=== uart_tx_frame ===
Figure 1. Clock wires, drivers and flops (uart_tx_frame).
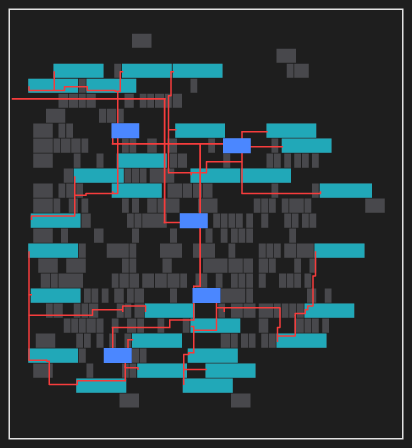

--- src/rtl/uart_tx_frame.sv ---
// uart_tx_frame: drains a 4-byte transmit buffer as back-to-back UART frames.
// Waits for the buffer's full flag, sends each byte LSB first, pulses rd after
// each frame and re-arms only once full has dropped.
// Optional feature macro: UART_TX_PARITY_EN (even parity bit, 8E1 frames).
// Without it the frame is 8N1.
// All outputs are registered from the current state, so the line follows the
// state register by one clock (tx falls two edges after full is sampled).
module uart_tx_frame #(
   parameter int unsigned CLKS_PER_BIT = 434
) (
   input  logic       clk,
   input  logic       reset,
   input  logic       full,
   input  logic [7:0] r_data,
   output logic       rd,
   output logic       tx,
   output logic       busy,
   output logic [1:0] byte_idx,
   output logic       done_tick
);

   localparam int unsigned          BAUD_W    = $clog2(CLKS_PER_BIT);
   localparam logic [BAUD_W-1:0]    BAUD_LAST = BAUD_W'(CLKS_PER_BIT - 1);

   typedef enum logic [2:0] {
      S_IDLE,
      S_LOAD,
      S_START,
      S_DATA,
      S_PARITY,
      S_STOP,
      S_ACK,
      S_DRAIN
   } state_t;

   state_t              r_state;
   logic [7:0]          r_shreg;
   logic [BAUD_W-1:0]   r_baud;
   logic [2:0]          r_bit;
`ifdef UART_TX_PARITY_EN
   logic                r_par;
`endif

   logic                w_baud_last;

   assign w_baud_last = (r_baud == BAUD_LAST);

   // Frame sequencer: state, baud/bit counters, shift register and all outputs
   always_ff @(posedge clk or posedge reset) begin
      if (reset) begin
         r_state   <= S_IDLE;
         r_shreg   <= '0;
         r_baud    <= '0;
         r_bit     <= '0;
`ifdef UART_TX_PARITY_EN
         r_par     <= 1'b0;
`endif
         tx        <= 1'b1;
         rd        <= 1'b0;
         busy      <= 1'b0;
         byte_idx  <= '0;
         done_tick <= 1'b0;
      end else begin
         rd        <= 1'b0;
         done_tick <= 1'b0;
         case (r_state)
            S_IDLE: begin
               tx       <= 1'b1;
               busy     <= 1'b0;
               byte_idx <= '0;
               if (full) begin
                  r_state <= S_LOAD;
               end
            end

            S_LOAD: begin
               tx      <= 1'b1;
               busy    <= 1'b1;
               r_shreg <= r_data;
               r_baud  <= '0;
               r_bit   <= '0;
`ifdef UART_TX_PARITY_EN
               r_par   <= ^r_data;
`endif
               r_state <= S_START;
            end

            S_START: begin
               tx   <= 1'b0;
               busy <= 1'b1;
               if (w_baud_last) begin
                  r_baud  <= '0;
                  r_state <= S_DATA;
               end else begin
                  r_baud <= r_baud + 1'b1;
               end
            end

            S_DATA: begin
               tx   <= r_shreg[0];
               busy <= 1'b1;
               if (w_baud_last) begin
                  r_baud  <= '0;
                  r_shreg <= {1'b0, r_shreg[7:1]};
                  r_bit   <= r_bit + 3'd1;
                  if (r_bit == 3'd7) begin
`ifdef UART_TX_PARITY_EN
                     r_state <= S_PARITY;
`else
                     r_state <= S_STOP;
`endif
                  end
               end else begin
                  r_baud <= r_baud + 1'b1;
               end
            end

`ifdef UART_TX_PARITY_EN
            S_PARITY: begin
               tx   <= r_par;
               busy <= 1'b1;
               if (w_baud_last) begin
                  r_baud  <= '0;
                  r_state <= S_STOP;
               end else begin
                  r_baud <= r_baud + 1'b1;
               end
            end
`endif

            S_STOP: begin
               tx   <= 1'b1;
               busy <= 1'b1;
               if (w_baud_last) begin
                  r_baud  <= '0;
                  r_state <= S_ACK;
               end else begin
                  r_baud <= r_baud + 1'b1;
               end
            end

            S_ACK: begin
               tx   <= 1'b1;
               busy <= 1'b1;
               rd   <= 1'b1;
               if (byte_idx == 2'd3) begin
                  done_tick <= 1'b1;
                  r_state   <= S_DRAIN;
               end else begin
                  byte_idx <= byte_idx + 2'd1;
                  r_state  <= S_LOAD;
               end
            end

            S_DRAIN: begin
               // hold off until the buffer has cleared full, so a stale burst is never resent
               tx   <= 1'b1;
               busy <= 1'b1;
               if (!full) begin
                  byte_idx <= '0;
                  r_state  <= S_IDLE;
               end
            end

            default: begin
               tx      <= 1'b1;
               busy    <= 1'b0;
               r_state <= S_IDLE;
            end
         endcase
      end
   end

endmodule
--- config.mk ---
export PLATFORM = sky130hd
export DESIGN_NAME = uart_tx_frame
export DESIGN_NICKNAME = d
export VERILOG_FILES = /design/src/rtl/uart_tx_frame.sv
export SDC_FILE = /design/constraint.sdc
export NUM_CORES = 1
export LEC_CHECK = 0
export ABC_AREA = 1
export CAP_MARGIN = 20
export CORE_ASPECT_RATIO = 1.1
export CORE_MARGIN = 3
export CORE_UTILIZATION = 35
export CTS_CLUSTER_DIAMETER = 100
export CTS_CLUSTER_SIZE = 24
export DETAILED_ROUTE_END_ITERATION = 16
export GPL_ROUTABILITY_DRIVEN = 0
export GPL_TIMING_DRIVEN = 1
export HOLD_SLACK_MARGIN = 0.03
export PLACE_DENSITY = 0.66
export SYNTH_ARGS = -nofsm -noshare
export SYNTH_HDL_FRONTEND = slang
export SYNTH_SLANG_ARGS = --single-unit
export TNS_END_PERCENT = 100
--- constraint.sdc ---
create_clock -name clk -period 2.07 [get_ports clk]
set_input_delay 0.3105 -clock clk [delete_from_list [all_inputs] [get_ports clk]]
set_output_delay 0.3105 -clock clk [all_outputs]
set_load 0.05 [all_outputs]
=== uart_transmitter ===
**src/rtl/uart_transmitter.sv**
```systemverilog
// UART transmitter: start bit, 8 data bits LSB first, even parity, one stop bit.
// Bit timing comes from a free-running baud_controller ticking 16 times per bit.

module uart_transmitter #(
    parameter int unsigned CLK_HZ = 50_000_000
) (
    input  logic       clk,
    input  logic       reset,
    input  logic [2:0] baud_select,
    input  logic       Tx_EN,
    input  logic       Tx_WR,
    input  logic [7:0] Tx_DATA,
    output logic       TxD,
    output logic       Tx_BUSY,
    output logic       Tx_DONE
);
    localparam int unsigned TICK_W = 4;
    localparam int unsigned IDX_W  = 3;

    typedef enum logic [2:0] {IDLE, START, DATA, PARITY, STOP} state_t;

    state_t              state, state_next;
    logic                tick;
    logic                bit_end;
    logic [TICK_W-1:0]   tick_cnt, tick_cnt_next;
    logic [IDX_W-1:0]    idx, idx_next;
    logic [7:0]          shift, shift_next;
    logic                parity, parity_next;
    logic                txd_next, busy_next, done_next;

    baud_controller #(.CLK_HZ(CLK_HZ)) u_baud (
        .clk           (clk),
        .reset         (reset),
        .baud_select   (baud_select),
        .sample_ENABLE (tick)
    );

    // A bit ends on the tick that wraps the tick counter from 15 to 0.
    assign bit_end = tick && (tick_cnt == TICK_W'(15));

    always_ff @(posedge clk) begin
        if (reset) begin
            state    <= IDLE;
            tick_cnt <= '0;
            idx      <= '0;
            shift    <= '0;
            parity   <= 1'b0;
            TxD      <= 1'b1;
            Tx_BUSY  <= 1'b0;
            Tx_DONE  <= 1'b0;
        end else begin
            state    <= state_next;
            tick_cnt <= tick_cnt_next;
            idx      <= idx_next;
            shift    <= shift_next;
            parity   <= parity_next;
            TxD      <= txd_next;
            Tx_BUSY  <= busy_next;
            Tx_DONE  <= done_next;
        end
    end

    // Next state; TxD/Tx_BUSY are computed for the state being entered.
    always_comb begin
        state_next    = state;
        tick_cnt_next = tick_cnt;
        idx_next      = idx;
        shift_next    = shift;
        parity_next   = parity;
        txd_next      = TxD;
        busy_next     = Tx_BUSY;
        done_next     = 1'b0;

        if (state != IDLE && tick) begin
            tick_cnt_next = tick_cnt + TICK_W'(1);
        end

        case (state)
            IDLE: begin
                if (Tx_EN && Tx_WR) begin
                    state_next    = START;
                    shift_next    = Tx_DATA;
                    parity_next   = ^Tx_DATA;
                    tick_cnt_next = '0;
                    idx_next      = '0;
                    txd_next      = 1'b0;
                    busy_next     = 1'b1;
                end
            end
            START: begin
                if (bit_end) begin
                    state_next = DATA;
                    idx_next   = '0;
                    txd_next   = shift[0];
                end
            end
            DATA: begin
                if (bit_end) begin
                    if (idx == IDX_W'(7)) begin
                        state_next = PARITY;
                        txd_next   = parity;
                    end else begin
                        idx_next   = idx + IDX_W'(1);
                        shift_next = {1'b0, shift[7:1]};
                        txd_next   = shift[1];
                    end
                end
            end
            PARITY: begin
                if (bit_end) begin
                    state_next = STOP;
                    txd_next   = 1'b1;
                end
            end
            STOP: begin
                if (bit_end) begin
                    state_next = IDLE;
                    txd_next   = 1'b1;
                    busy_next  = 1'b0;
                    done_next  = 1'b1;
                end
            end
            default: begin
                state_next = IDLE;
                txd_next   = 1'b1;
                busy_next  = 1'b0;
            end
        endcase
    end
endmodule

// Free-running 16x oversampling tick generator; one-cycle pulse per tick.
module baud_controller #(
    parameter int unsigned CLK_HZ = 50_000_000
) (
    input  logic       clk,
    input  logic       reset,
    input  logic [2:0] baud_select,
    output logic       sample_ENABLE
);
    // Rounded clocks per tick, never below one clock.
    function automatic int unsigned tick_div(input int unsigned baud);
        int unsigned d;
        d = (CLK_HZ + 8 * baud) / (16 * baud);
        return (d == 0) ? 1 : d;
    endfunction

    localparam int unsigned DIV0  = tick_div(300);
    localparam int unsigned DIV1  = tick_div(1200);
    localparam int unsigned DIV2  = tick_div(4800);
    localparam int unsigned DIV3  = tick_div(9600);
    localparam int unsigned DIV4  = tick_div(19200);
    localparam int unsigned DIV5  = tick_div(38400);
    localparam int unsigned DIV6  = tick_div(57600);
    localparam int unsigned DIV7  = tick_div(115200);
    localparam int unsigned CNT_W = (DIV0 > 1) ? $clog2(DIV0) : 1;

    logic [CNT_W-1:0] cnt;
    logic [CNT_W-1:0] last;

    always_comb begin
        last = '0;
        case (baud_select)
            3'd0:    last = CNT_W'(DIV0 - 1);
            3'd1:    last = CNT_W'(DIV1 - 1);
            3'd2:    last = CNT_W'(DIV2 - 1);
            3'd3:    last = CNT_W'(DIV3 - 1);
            3'd4:    last = CNT_W'(DIV4 - 1);
            3'd5:    last = CNT_W'(DIV5 - 1);
            3'd6:    last = CNT_W'(DIV6 - 1);
            default: last = CNT_W'(DIV7 - 1);
        endcase
    end

    // >= so a switch to a faster rate never strands the counter above its limit.
    always_ff @(posedge clk) begin
        if (reset) begin
            cnt           <= '0;
            sample_ENABLE <= 1'b0;
        end else if (cnt >= last) begin
            cnt           <= '0;
            sample_ENABLE <= 1'b1;
        end else begin
            cnt           <= cnt + CNT_W'(1);
            sample_ENABLE <= 1'b0;
        end
    end
endmodule

```
**config.mk**
```make
export PLATFORM = sky130hd
export DESIGN_NAME = uart_transmitter
export DESIGN_NICKNAME = d
export VERILOG_FILES = /design/src/rtl/uart_transmitter.sv
export SDC_FILE = /design/constraint.sdc
export NUM_CORES = 1
export LEC_CHECK = 0
export CAP_MARGIN = 20
export CORE_ASPECT_RATIO = 1.1
export CORE_MARGIN = 1
export CORE_UTILIZATION = 60
export CTS_CLUSTER_DIAMETER = 80
export DETAILED_ROUTE_END_ITERATION = 8
export GPL_TIMING_DRIVEN = 0
export PLACE_DENSITY_LB_ADDON = 0.12
export SLEW_MARGIN = 20
export SYNTH_ARGS = -nofsm -noshare
export SYNTH_HDL_FRONTEND = slang
export SYNTH_SLANG_ARGS = --single-unit
```
**constraint.sdc**
```tcl
create_clock -name clk -period 4.9 [get_ports clk]
set_input_delay 0.98 -clock clk [delete_from_list [all_inputs] [get_ports clk]]
set_output_delay 0.98 -clock clk [all_outputs]
set_load 0.1 [all_outputs]
```
=== pll_lock_supervisor ===
--- config.mk ---
export PLATFORM = sky130hd
export DESIGN_NAME = pll_lock_supervisor
export DESIGN_NICKNAME = d
export VERILOG_FILES = /design/src/rtl/pll_lock_supervisor_pkg.sv /design/src/rtl/pll_lock_supervisor_sync_2ff.sv /design/src/rtl/pll_lock_supervisor.sv
export SDC_FILE = /design/constraint.sdc
export NUM_CORES = 1
export LEC_CHECK = 0
export ABC_CLOCK_PERIOD_IN_PS = 6300
export CORE_MARGIN = 2
export CORE_UTILIZATION = 40
export CTS_BUF_LIST = sky130_fd_sc_hd__clkbuf_8 sky130_fd_sc_hd__clkbuf_16
export CTS_CLUSTER_SIZE = 16
export DETAILED_ROUTE_END_ITERATION = 10
export PLACE_DENSITY_LB_ADDON = 0.08
export SETUP_SLACK_MARGIN = 0.05
export SLEW_MARGIN = 20
export SYNTH_ARGS = -nofsm -noshare
export SYNTH_HDL_FRONTEND = slang
export SYNTH_SLANG_ARGS = --single-unit
--- constraint.sdc ---
create_clock -name clk -period 6.3 [get_ports clk]
set_input_delay 0.945 -clock clk [delete_from_list [all_inputs] [get_ports clk]]
set_output_delay 0.945 -clock clk [all_outputs]
set_load 0.05 [all_outputs]
--- src/rtl/pll_lock_supervisor_pkg.sv ---
// Shared types and sizing helpers for the PLL lock supervisor.
package pll_sup_pkg;

  typedef enum logic [2:0] {
    S_RST    = 3'd0,
    S_WAIT   = 3'd1,
    S_STABLE = 3'd2,
    S_RUN    = 3'd3,
    S_FAIL   = 3'd4
  } state_t;

  localparam int unsigned CNT_W = 8;

  // Width large enough to hold max_val without wrapping.
  function automatic int unsigned cnt_width(input int unsigned max_val);
    return $clog2(max_val) + 1;
  endfunction

endpackage

--- src/rtl/pll_lock_supervisor_sync_2ff.sv ---
// Generic two-flop level synchroniser for slow asynchronous status flags.
module sync_2ff #(
  parameter int unsigned W = 1
) (
  input  logic         clk,
  input  logic         rst_n,
  input  logic [W-1:0] d,
  output logic [W-1:0] q
);

  logic [W-1:0] meta;

  always_ff @(posedge clk or negedge rst_n) begin
    if (!rst_n) begin
      meta <= '0;
      q    <= '0;
    end else begin
      meta <= d;
      q    <= meta;
    end
  end

endmodule

--- src/rtl/pll_lock_supervisor.sv ---
// PLL reset/lock sequencer on the reference clock; retries on lock timeout.
// Optional macro PLL_SUP_LOCK_GLITCH_FILTER_EN filters short lock drops in S_RUN.
module pll_lock_supervisor
  import pll_sup_pkg::*;
#(
  parameter int unsigned PLL_RST_CYC      = 16,
  parameter int unsigned LOCK_TIMEOUT_CYC = 25000,
  parameter int unsigned STABLE_CYC       = 2500,
  parameter int unsigned MAX_RETRY        = 7,
  parameter int unsigned GLITCH_CYC       = 4
) (
  input  logic             clk,
  input  logic             rst_n,
  input  logic             extlock,
  output logic             pll_rst,
  output logic             sys_rst_n,
  output logic             locked,
  output logic             fail,
  output logic [CNT_W-1:0] retry_cnt,
  output logic [CNT_W-1:0] lock_loss_cnt
);

  localparam int unsigned MAX_A   = (PLL_RST_CYC > LOCK_TIMEOUT_CYC) ? PLL_RST_CYC : LOCK_TIMEOUT_CYC;
  localparam int unsigned MAX_B   = (STABLE_CYC > GLITCH_CYC) ? STABLE_CYC : GLITCH_CYC;
  localparam int unsigned MAX_CYC = (MAX_A > MAX_B) ? MAX_A : MAX_B;
  localparam int unsigned TMR_W   = cnt_width(MAX_CYC);

  localparam logic [TMR_W-1:0] RST_LAST = TMR_W'(PLL_RST_CYC - 1);
  localparam logic [TMR_W-1:0] TMO_LAST = TMR_W'(LOCK_TIMEOUT_CYC - 1);
  localparam logic [TMR_W-1:0] STB_LAST = TMR_W'(STABLE_CYC - 1);
  localparam logic [CNT_W-1:0] RTY_LAST = CNT_W'(MAX_RETRY - 1);

  state_t           state;
  logic [TMR_W-1:0] timer;
  logic             lock_s;
  logic             run_loss;

  sync_2ff #(.W(1)) u_lock_sync (
    .clk   (clk),
    .rst_n (rst_n),
    .d     (extlock),
    .q     (lock_s)
  );

`ifdef PLL_SUP_LOCK_GLITCH_FILTER_EN
  localparam logic [TMR_W-1:0] GL_LAST = TMR_W'(GLITCH_CYC - 1);

  // In S_RUN the timer counts consecutive low samples of lock_s.
  always_comb begin
    run_loss = 1'b0;
    run_loss = !lock_s && (timer == GL_LAST);
  end
`else
  always_comb begin
    run_loss = 1'b0;
    run_loss = !lock_s;
  end
`endif

  always_ff @(posedge clk or negedge rst_n) begin
    if (!rst_n) begin
      state         <= S_RST;
      timer         <= '0;
      pll_rst       <= 1'b1;
      sys_rst_n     <= 1'b0;
      locked        <= 1'b0;
      fail          <= 1'b0;
      retry_cnt     <= '0;
      lock_loss_cnt <= '0;
    end else begin
      case (state)
        S_RST: begin
          if (timer == RST_LAST) begin
            state   <= S_WAIT;
            timer   <= '0;
            pll_rst <= 1'b0;
          end else begin
            timer <= timer + TMR_W'(1);
          end
        end

        S_WAIT: begin
          if (lock_s) begin
            state <= S_STABLE;
            timer <= '0;
          end else if (timer == TMO_LAST) begin
            timer     <= '0;
            pll_rst   <= 1'b1;
            retry_cnt <= retry_cnt + CNT_W'(1);
            if (retry_cnt == RTY_LAST) begin
              state <= S_FAIL;
              fail  <= 1'b1;
            end else begin
              state <= S_RST;
            end
          end else begin
            timer <= timer + TMR_W'(1);
          end
        end

        S_STABLE: begin
          if (!lock_s) begin
            state <= S_WAIT;
            timer <= '0;
          end else if (timer == STB_LAST) begin
            state     <= S_RUN;
            timer     <= '0;
            sys_rst_n <= 1'b1;
            locked    <= 1'b1;
            retry_cnt <= '0;
          end else begin
            timer <= timer + TMR_W'(1);
          end
        end

        S_RUN: begin
          if (run_loss) begin
            state     <= S_RST;
            timer     <= '0;
            pll_rst   <= 1'b1;
            sys_rst_n <= 1'b0;
            locked    <= 1'b0;
            if (lock_loss_cnt != '1)
              lock_loss_cnt <= lock_loss_cnt + CNT_W'(1);
          end else if (lock_s) begin
            timer <= '0;
          end else begin
            timer <= timer + TMR_W'(1);
          end
        end

        S_FAIL: begin
          pll_rst   <= 1'b1;
          sys_rst_n <= 1'b0;
          locked    <= 1'b0;
          fail      <= 1'b1;
        end

        default: begin
          state     <= S_RST;
          timer     <= '0;
          pll_rst   <= 1'b1;
          sys_rst_n <= 1'b0;
          locked    <= 1'b0;
        end
      endcase
    end
  end

endmodule
=== is_array_ctrl ===
**src/rtl/is_array_ctrl.sv**
```systemverilog
// ---------------------------------------------------------------------------
// is_array_ctrl
// Sequencer for an input-stationary PE array. One job runs
// IDLE -> CLEAR -> LOAD -> STREAM -> FLUSH -> DRAIN -> DONE -> IDLE.
// It clears the PE registers, preloads activations (2 cycles per column),
// streams k_len weight vectors and flushes the pipeline. It then scans out
// the MAC results and pulses done.
//
// Parameters: ROWS, COLS, STAGE (PE pipeline depth), KW (k_len width).
// Inputs : clk, rst_n (async, active-low), start, k_len[KW-1:0], stall, abort
// Outputs: reg_clear, cell_sc_en, act_rd_en, wei_rd_en, pipeline_en,
//          cell_en[ROWS-1:0] (row-skewed), cscan_en, busy, done, err
// Optional: define IS_ARRAY_CTRL_PERF_EN to add perf_cycles[31:0] and
//          perf_stalls[31:0]. They report the busy and stalled cycle counts
//          of the last job.
// ---------------------------------------------------------------------------
module is_array_ctrl #(
  parameter int ROWS  = 4,
  parameter int COLS  = 4,
  parameter int STAGE = 0,
  parameter int KW    = 8
) (
  input  logic            clk,
  input  logic            rst_n,
  input  logic            start,
  input  logic [KW-1:0]   k_len,
  input  logic            stall,
  input  logic            abort,
`ifdef IS_ARRAY_CTRL_PERF_EN
  output logic [31:0]     perf_cycles,
  output logic [31:0]     perf_stalls,
`endif
  output logic            reg_clear,
  output logic            cell_sc_en,
  output logic            act_rd_en,
  output logic            wei_rd_en,
  output logic            pipeline_en,
  output logic [ROWS-1:0] cell_en,
  output logic            cscan_en,
  output logic            busy,
  output logic            done,
  output logic            err
);

  localparam int LOAD_N  = 2 * COLS;
  localparam int FLUSH_N = ROWS + COLS + STAGE;
  localparam int LW      = $clog2(LOAD_N + 1);
  localparam int FW      = $clog2(FLUSH_N + 1);
  localparam int CW      = (KW > LW) ? ((KW > FW) ? KW : FW) : ((LW > FW) ? LW : FW);

  typedef enum logic [2:0] {
    S_IDLE   = 3'd0,
    S_CLEAR  = 3'd1,
    S_LOAD   = 3'd2,
    S_STREAM = 3'd3,
    S_FLUSH  = 3'd4,
    S_DRAIN  = 3'd5,
    S_DONE   = 3'd6
  } state_t;

  state_t          state_r;
  state_t          state_nxt_s;
  logic [CW-1:0]   cnt_r;
  logic [KW-1:0]   k_m1_r;        // k_len - 1, reloaded into cnt_r on entry to STREAM
  logic [ROWS-2:0] skew_r;        // skew_r[i] drives cell_en[i+1]
  logic            abort_clr_r;   // reg_clear in the cycle after an abort
  logic            err_r;
  logic            busy_s;
  logic            cnt_zero_s;
  logic            kill_s;
  logic            accept_s;

  assign busy_s     = (state_r != S_IDLE);
  assign cnt_zero_s = (cnt_r == {CW{1'b0}});
  assign kill_s     = abort & busy_s;
  assign accept_s   = (state_r == S_IDLE) & start & (k_len != {KW{1'b0}});

  // State register
  always_ff @(posedge clk or negedge rst_n) begin
    if (!rst_n) begin
      state_r <= S_IDLE;
    end else begin
      state_r <= state_nxt_s;
    end
  end

  // Next-state logic; abort overrides everything, including stall
  always_comb begin
    state_nxt_s = state_r;
    if (kill_s) begin
      state_nxt_s = S_IDLE;
    end else begin
      case (state_r)
        S_IDLE:   state_nxt_s = accept_s ? S_CLEAR : S_IDLE;
        S_CLEAR:  state_nxt_s = S_LOAD;
        S_LOAD:   state_nxt_s = cnt_zero_s ? S_STREAM : S_LOAD;
        S_STREAM: state_nxt_s = (!stall && cnt_zero_s) ? S_FLUSH : S_STREAM;
        S_FLUSH:  state_nxt_s = (!stall && cnt_zero_s) ? S_DRAIN : S_FLUSH;
        S_DRAIN:  state_nxt_s = (!stall && cnt_zero_s) ? S_DONE : S_DRAIN;
        S_DONE:   state_nxt_s = S_IDLE;
        default:  state_nxt_s = S_IDLE;
      endcase
    end
  end

  // Output decode; stall gates the advance strobes in the same cycle
  always_comb begin
    reg_clear   = (state_r == S_CLEAR) | abort_clr_r;
    cell_sc_en  = (state_r == S_LOAD);
    act_rd_en   = (state_r == S_LOAD);
    wei_rd_en   = (state_r == S_STREAM) & ~stall;
    pipeline_en = ((state_r == S_STREAM) | (state_r == S_FLUSH)) & ~stall;
    cscan_en    = (state_r == S_DRAIN) & ~stall;
    busy        = busy_s;
    done        = (state_r == S_DONE);
    err         = err_r;
    cell_en     = {skew_r, (state_r == S_STREAM) & ~stall};
  end

  // Phase down-counter: holds (length - 1) of the current phase
  always_ff @(posedge clk or negedge rst_n) begin
    if (!rst_n) begin
      cnt_r <= {CW{1'b0}};
    end else if (kill_s) begin
      cnt_r <= {CW{1'b0}};
    end else begin
      case (state_r)
        S_CLEAR:  cnt_r <= CW'(LOAD_N - 1);
        S_LOAD:   cnt_r <= cnt_zero_s ? CW'(k_m1_r) : cnt_r - CW'(1'b1);
        S_STREAM: begin
          if (stall)           cnt_r <= cnt_r;
          else if (cnt_zero_s) cnt_r <= CW'(FLUSH_N - 1);
          else                 cnt_r <= cnt_r - CW'(1'b1);
        end
        S_FLUSH: begin
          if (stall)           cnt_r <= cnt_r;
          else if (cnt_zero_s) cnt_r <= CW'(ROWS - 1);
          else                 cnt_r <= cnt_r - CW'(1'b1);
        end
        S_DRAIN:  cnt_r <= (stall || cnt_zero_s) ? cnt_r : cnt_r - CW'(1'b1);
        default:  cnt_r <= {CW{1'b0}};
      endcase
    end
  end

  // Job length latch, job-reject pulse and post-abort clear flag
  always_ff @(posedge clk or negedge rst_n) begin
    if (!rst_n) begin
      k_m1_r      <= {KW{1'b0}};
      err_r       <= 1'b0;
      abort_clr_r <= 1'b0;
    end else begin
      k_m1_r      <= accept_s ? (k_len - KW'(1'b1)) : k_m1_r;
      err_r       <= (state_r == S_IDLE) & start & (k_len == {KW{1'b0}});
      abort_clr_r <= kill_s;
    end
  end

  // Row skew: cell_en[r] follows cell_en[r-1] one pipeline advance later
  always_ff @(posedge clk or negedge rst_n) begin
    if (!rst_n) begin
      skew_r <= {(ROWS-1){1'b0}};
    end else if (kill_s) begin
      skew_r <= {(ROWS-1){1'b0}};
    end else if (pipeline_en) begin
      skew_r <= cell_en[ROWS-2:0];
    end else begin
      skew_r <= skew_r;
    end
  end

`ifdef IS_ARRAY_CTRL_PERF_EN
  // Per-job busy and stall counters; stop counting once the FSM is back in IDLE
  always_ff @(posedge clk or negedge rst_n) begin
    if (!rst_n) begin
      perf_cycles <= 32'd0;
      perf_stalls <= 32'd0;
    end else if (accept_s) begin
      perf_cycles <= 32'd0;
      perf_stalls <= 32'd0;
    end else if (busy_s) begin
      perf_cycles <= perf_cycles + 32'd1;
      if (stall && !abort &&
          ((state_r == S_STREAM) || (state_r == S_FLUSH) || (state_r == S_DRAIN))) begin
        perf_stalls <= perf_stalls + 32'd1;
      end else begin
        perf_stalls <= perf_stalls;
      end
    end else begin
      perf_cycles <= perf_cycles;
      perf_stalls <= perf_stalls;
    end
  end
`endif

endmodule
```
**config.mk**
```make
export PLATFORM = sky130hd
export DESIGN_NAME = is_array_ctrl
export DESIGN_NICKNAME = d
export VERILOG_FILES = /design/src/rtl/is_array_ctrl.sv
export SDC_FILE = /design/constraint.sdc
export NUM_CORES = 1
export LEC_CHECK = 0
export CAP_MARGIN = 20
export CORE_ASPECT_RATIO = 0.9
export CORE_UTILIZATION = 48
export DETAILED_ROUTE_END_ITERATION = 6
export PLACE_DENSITY = 0.76
export RECOVER_POWER = 50
export SLEW_MARGIN = 20
export SYNTH_ARGS = -nofsm -noshare
export SYNTH_HDL_FRONTEND = slang
export SYNTH_SLANG_ARGS = --single-unit
export TNS_END_PERCENT = 50
```
**constraint.sdc**
```tcl
create_clock -name clk -period 1.8 [get_ports clk]
set_input_delay 0.45 -clock clk [delete_from_list [all_inputs] [get_ports clk]]
set_output_delay 0.45 -clock clk [all_outputs]
set_load 0.1 [all_outputs]
```

==> screenshots <==
Where the registers sit.
Scale bar: 20 µm. Other sequential cells in the stronger gray, the rest of the logic in the fainter gray.
shot_01.png
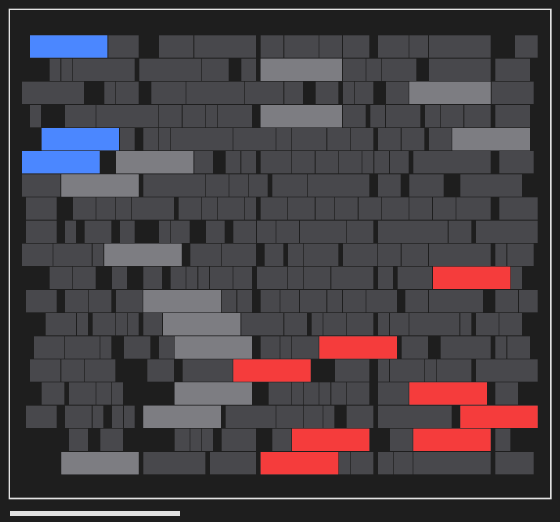
shot_02.png
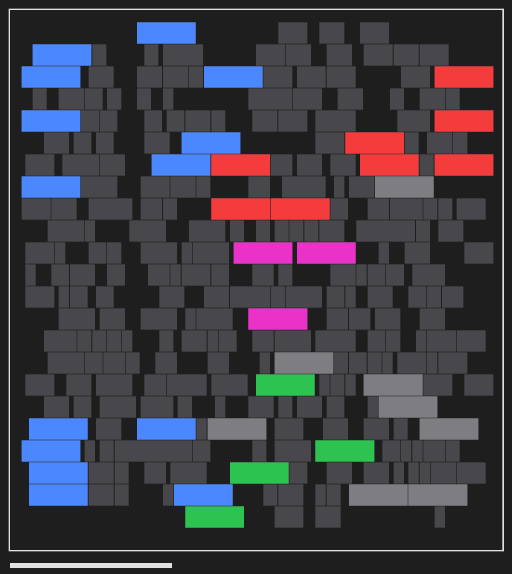
shot_03.png
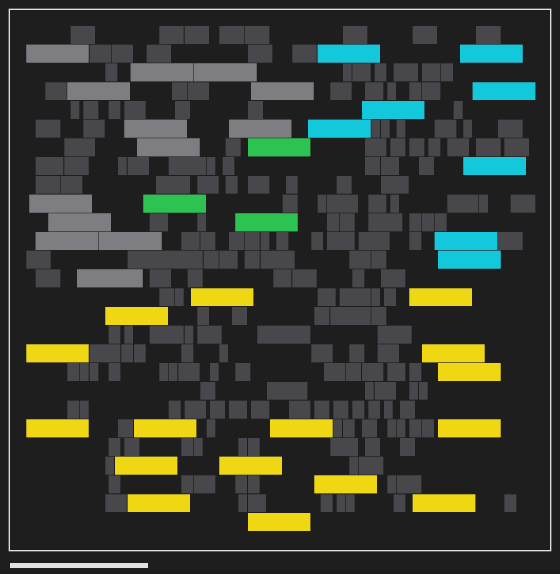
shot_04.png
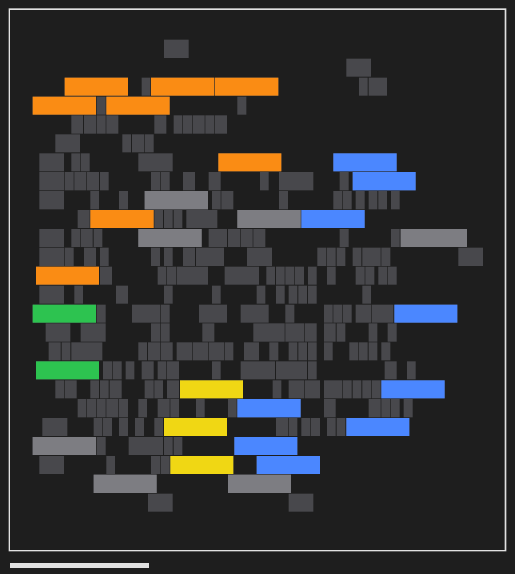
- shot_02.png = uart_transmitter
- shot_01.png = is_array_ctrl
- shot_04.png = uart_tx_frame
- shot_03.png = pll_lock_supervisor

Key to shot_04.png:
Orange marks r_shreg, placed flops 8. Yellow marks r_state, placed flops 3. Green marks byte_idx, placed flops 2. Blue marks r_baud, placed flops 9.

Figure 2. Cells by drive strength (uart_transmitter).
Scale bar: 20 µm.
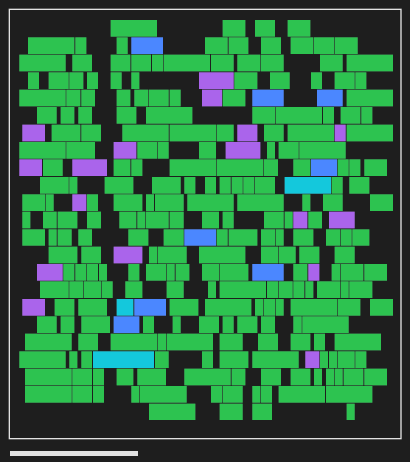
Green marks drive 1 or less, cells 239, share 90%. Cyan marks drive 3 to 4, cells 3, share 1.1%. Purple marks drive 2, cells 17, share 6.4%. Blue marks drive 6 and up, cells 8, share 3.0%.
Area Overhead vs Synth: 13.2%
non-clock buffer count: 31
Final Cell Area: 2590 µm²
final worst slack: 1.54 ns

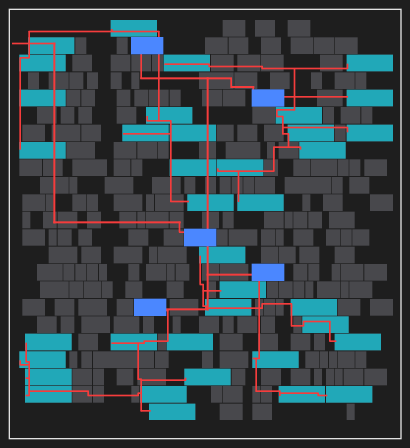
Figure 3: uart_transmitter, clock wires, drivers and flops.
Blue marks cells driving clock nets, count 5. Cyan marks flip-flops, count 37. Red marks clock wires, length 453 µm.
Position of the flops: spread over the die.

==> results.cfg, uart_transmitter <==
; generated from flow reports
[routing]
wire_per_inst_um = 14.2
routedLengthMet1_um = 1950

[synth]
yosys.area_share.adder = 0.0875
common_cells = dfxtp_1, nor3_1, xor2_1
netlist_instances = 243
synth-seq-cells = 37

[die]
rows = 23

[hold_path]
holdCritPathClass = flop to flop
hold_path_end = idx[1]

[timing]
fin_setup_tns_ns = 0

[clock_network]
cts-resized-gates = 0
cts_hold_buf = 0

[status]
outcome = completed

[placed_design]
hpwl_um = 3390
[uart_transmitter: through the flow]
stage	hold WS (ns)	setup WS, ns	cells	utilization
2_1_floorplan	0.443	1.94	243	-
3_3_place_gp	0.459	1.26	309	0.687
3_5_place_dp	0.469	1.23	309	0.687
4_1_cts	0.477	1.53	317	0.709
5_1_grt	0.491	1.38	317	0.709
6_report	0.476	1.54	317	0.709
[uart_transmitter: state kept, by name, indices dropped and copies added, names as in the netlist]
| signal | count |
|---|---|
| state | 3 |
| parity | 1 |
| TxD | 1 |
| shift | 8 |
| idx | 3 |
| tick_cnt | 4 |
| Tx_DONE | 1 |
| u_baud.cnt | 14 |
| Tx_BUSY | 1 |
| u_baud.sample_ENABLE | 1 |
[uart_transmitter: worst register-to-register path: stages (launching register included)]
cell     delay (ns)
dfxtp_1        0.33
ha_1           0.20
ha_1           0.24
or3b_1         0.40
a211o_1        0.32
a211o_1        0.30
a21oi_1        0.13
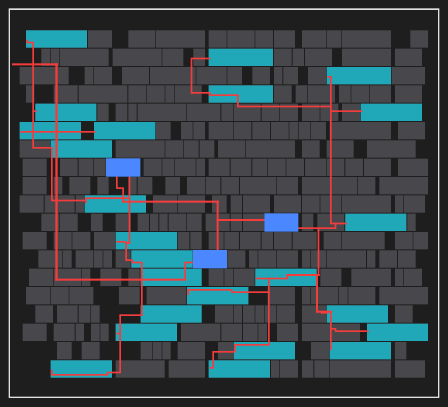
Figure 4: is_array_ctrl, clock wires, drivers and flops.
Cyan marks flip-flops, count 24. Red marks clock wires, length 346 µm. Blue marks cells driving clock nets, count 3.
Position of the flops: spread over the die. There are 4 routed clock nets.
Fin Clk Skew: 0.0146 ns
latest clock arrival within the worst-skew pair: 0.28 ns

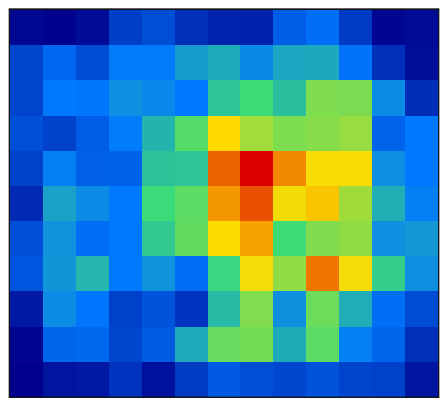
Figure 5: is_array_ctrl, routed metal per tile.
The die is cut into 13 by 11 equal tiles; dark blue is low, red is high, scaled to the fullest tile. Values are wire area over tile area, all layers added.
25% of the tiles are over half the peak. The densest ninth of the die: center. The fullest tile reaches 0.86. The mean over all tiles is 0.29. 3.5% of the tiles are nearly empty.

==> results.cfg, is_array_ctrl <==
; generated from flow reports
[timing]
clock.fmax_ghz = 0.496
setup_viol = 17
slew_headroom = 0.581
layout_setup_ws_ns = -0.216
fin_crit_sh = 1.12

[job]
log.warning_count = 31

[routing]
drt_wl_total_um = 6270
firstDrtPassIters = 5
final_antenna_net_count = 0
drcViolationCount = 0

[status]
outcome = complete, but fails checks
violations = negative setup slack

[synth]
xor_share = 0.0214
synth_cell_types = 52
yosysWarnings = 0
yosys.area_share.adder = 0.0383
muxShareOfSynthArea = 0.0191
top_cell = dfrtp_1
synth_async_sr_flop_share = 1.00
netlist_instances = 188

[clock_network]
cts-resized-gates = 23
htreeDepth = 1

[layout]
final_common_cell = buf_4
bufAreaShareNonClock = 0.322
regArea_um2 = 604

[hold_path]
hold_path_depth = 2

[grt]
grt_pass1_vias = 1819
## is_array_ctrl: routing by layer
layer  part of all wire  wire length, µm  global-route usage  vias up
li1                   -                -                   -      843
met1               0.40             2480               0.386      902
met2               0.49             3050               0.515      134
met3              0.074              467              0.0480       39
met4              0.044              274               0.162        0
met5                  0                0                   0        -
## is_array_ctrl: final timing paths
kind	from	end	slack (ns)
worst max-delay path	state_r[0]	cnt_r[0]	-0.22
worst min-delay path	k_m1_r[2]	k_m1_r[2]	0.48
worst max register to register	state_r[0]	cnt_r[0]	-0.22
worst min register to register	k_m1_r[2]	k_m1_r[2]	0.48
max in group asynchronous	rst_n	state_r[0]	0.62
min in group asynchronous	rst_n	cnt_r[7]	0.74
## is_array_ctrl: critical path, cell delays in order, from the launching register on
cell     delay [ns]
dfrtp_2        0.49
buf_6          0.16
buf_4          0.13
o21ai_0        0.23
o311a_1        0.30
buf_4          0.15
o22ai_4        0.06
buf_6          0.14
o32ai_1        0.25
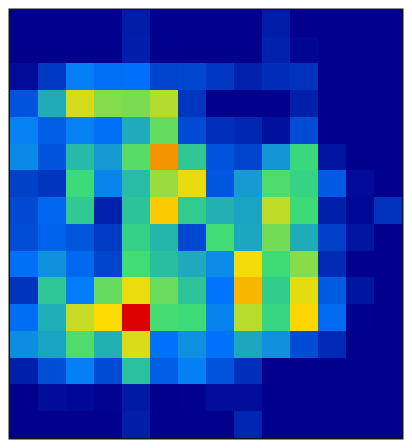
Figure 6: uart_tx_frame, routed metal per tile.
The die is cut into 14 by 16 equal tiles; dark blue is low, red is high, scaled to the fullest tile. Values are wire area over tile area, all layers added.
34% of the tiles are nearly empty. 14% of the tiles are over half the peak. The emptiest ninth of the die: north-east. The fullest tile reaches 0.42. The mean over all tiles is 0.089.
final WL: 3100 µm
Vias: 1,375
Global Route Usage Sum: 0.132
Routed wire per std cell: 10.5 µm

## Picture notes: Figure 1
Red marks clock wires, length 424 µm. Cyan marks flip-flops, count 29. Blue marks cells driving clock nets, count 5.
Position of the flops: spread over the die. There are 6 routed clock nets.
Fin Clk Skew: 0.00483 ns

==> results.cfg, uart_tx_frame <==
; generated from flow reports
[layout]
final_common_cell = nand2_1
regArea_um2 = 727
regMostFlops = r_baud

[clock_network]
cts_tree = done
cts_num_sinks = 29

[synth]
synth-main-ff-cell = dfrtp_1
synth.cellmix.simpleShare = 0.343
top_cells_by_area = dfrtp_1, nand2_1, inv_1

[grt]
grt_overflow = 0
grt_pass1_wl_um = 5800
antenna_found_initial = 0

[timing]
fin_crit_sh = 0.908
fin_setup_tns_ns = 0

[critical_path]
critPathLaunch = tx
cp_cell_sequence = clkdlybuf4s50_1
endpoint = tx

[die]
num_io_pins = 17

[status]
outcome = completed

[placed_design]
hpwl_um = 2300
io_buffer_count = 16

[routing]
top_layer = met4

[hold_path]
holdCritPathClass = input pin to async pin
uart_tx_frame: through the flow:
step	instances	cell area (µm²)	util	hold slack [ns]
finish	297	1920	0.435	0.408
global route	297	1920	0.435	0.427
CTS	297	1920	0.435	0.422
detailed placement	289	1840	0.416	0.497
global placement	289	1840	0.416	0.489
floorplan	222	1630	-	0.388
uart_tx_frame: worst reg2reg max path, cell delays in order, from the launching register on:
cell and delay (ns):
dfrtp_1 0.50, inv_2 0.14, nor2_4 0.13, nand2_1 0.09, nand2_2 0.13, nand2_4 0.10
nand2_1 0.12, nand2_1 0.06, nand2_1 0.06
uart_tx_frame: area by class of cell:
type | count | share of cell area
well taps | 54 | 0.0352
repair buffers | 17 | 0.0875
inverters | 31 | 0.0607
multi-input cells | 158 | 0.396
clock buffers | 8 | 0.0418
flip-flops and latches | 29 | 0.379
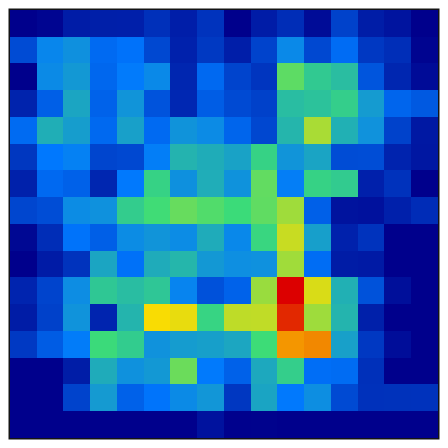
Figure 7: pll_lock_supervisor, routed metal per tile.
The die is cut into 16 by 16 equal tiles; dark blue is low, red is high, scaled to the fullest tile. Values are wire area over tile area, all layers added.
15% of the tiles are nearly empty. The mean over all tiles is 0.12. The fullest tile reaches 0.53. The densest ninth of the die: center. 9.0% of the tiles are over half the peak.
Routed wire per std cell: 15.2 µm
Global Route Usage Sum: 0.176
Vias: 1,812

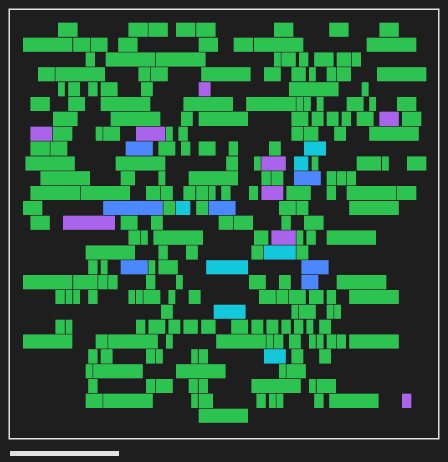
Figure 8: pll_lock_supervisor, cells by drive strength.
Scale bar: 20 µm.
Green marks drive 1 or less, cells 226, share 91%. Blue marks drive 6 and up, cells 7, share 2.8%. Cyan marks drive 3 to 4, cells 7, share 2.8%. Purple marks drive 2, cells 9, share 3.6%.
Area Overhead vs Synth: 16.8%
Final Cell Area: 2590 µm²

==> results.cfg, pll_lock_supervisor <==
; generated from flow reports
[status]
outcome = completed

[hold_path]
holdCritPathClass = flop to flop

[clock_network]
htreeDepth = 2
path_clk_slew_ns = 0.08

[timing]
skew_ns = 0.00779
rsz0062_at_grt = false
clock.fmax_ghz = 0.343

[layout]
post_layout_nonfiller_instances = 321
seq_share = 0.387
nMultiInputCombCells = 170
drive_gt1_frac = 0.0924
post-route-util = 0.476
nNonClkBuffers = 23

[synth]
synth.avg_cell_area_um2 = 9.72
synth-edff-count = 0
yosys_cells = 228
ys_chip_area_um2 = 2220

[grt]
grt_overflow = 0
use_met2 = 0.271
grt_pass1_vias = 1747

[die]
fp-utilization = 0.407

[critical_path]
crit_path_start_kind = flop
arrival_ns = 3.05

[routing]
viasPerCell = 5.64
-- pll_lock_supervisor: critical path: stages, from the launching register on --
cell      delay (ns)
dfrtp_1         0.44
or4_4           0.60
nor3_4          0.35
a21boi_1        0.36
nor4_4          0.79
o22ai_1         0.21
-- pll_lock_supervisor: cells in the mapped netlist (3+ instances only) --
library cell / n
o21ai_0: 9
and3_1: 6
nor4_1: 9
o31ai_1: 6
nor2_1: 11
or3_1: 5
mux2i_1: 4
nand3_1: 13
xnor2_1: 9
o21ai_1: 4
nand4_1: 5
a21oi_1: 4
nor3b_1: 3
or4_1: 3
clkbuf_1: 5
inv_1: 8
ha_1: 4
o22ai_1: 3
dfrtp_1: 39
nand2_1: 23
nor3_1: 12
o41ai_1: 3
-- pll_lock_supervisor: logic make-up after synthesis --
| family | share of synthesized area |
|---|---|
| AOI/OAI and AO/OA | 0.128 |
| muxes | 0.0232 |
| xor gates and xnor gates | 0.0435 |
| and+or+nand+nor | 0.292 |
| buffers and inverters | 0.0384 |
| DFF | 0.452 |
| adders and majority gates | 0.0226 |
-- pll_lock_supervisor: metal layers --
metal,up-vias,wire [µm]
met5,-,0
met4,0,53
met3,6,190
met2,37,2120
met1,871,2530
li1,898,-


==> layout pictures side by side <==
Cell placement.
(a)
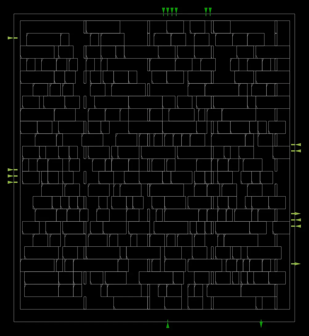
(b)
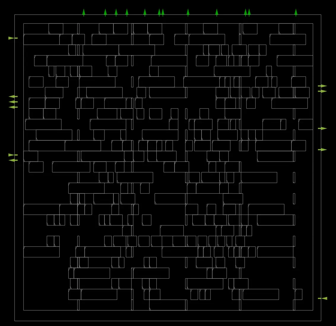
(c)
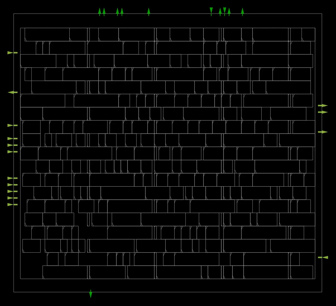
(d)
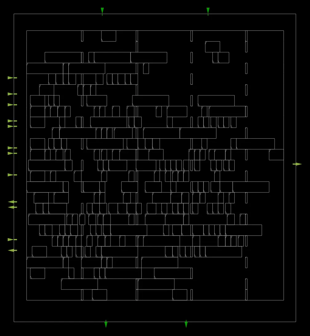
| picture | from |
|---|---|
| (d) | uart_tx_frame |
| (a) | uart_transmitter |
| (c) | is_array_ctrl |
| (b) | pll_lock_supervisor |
The one with the highest utilization is (c).

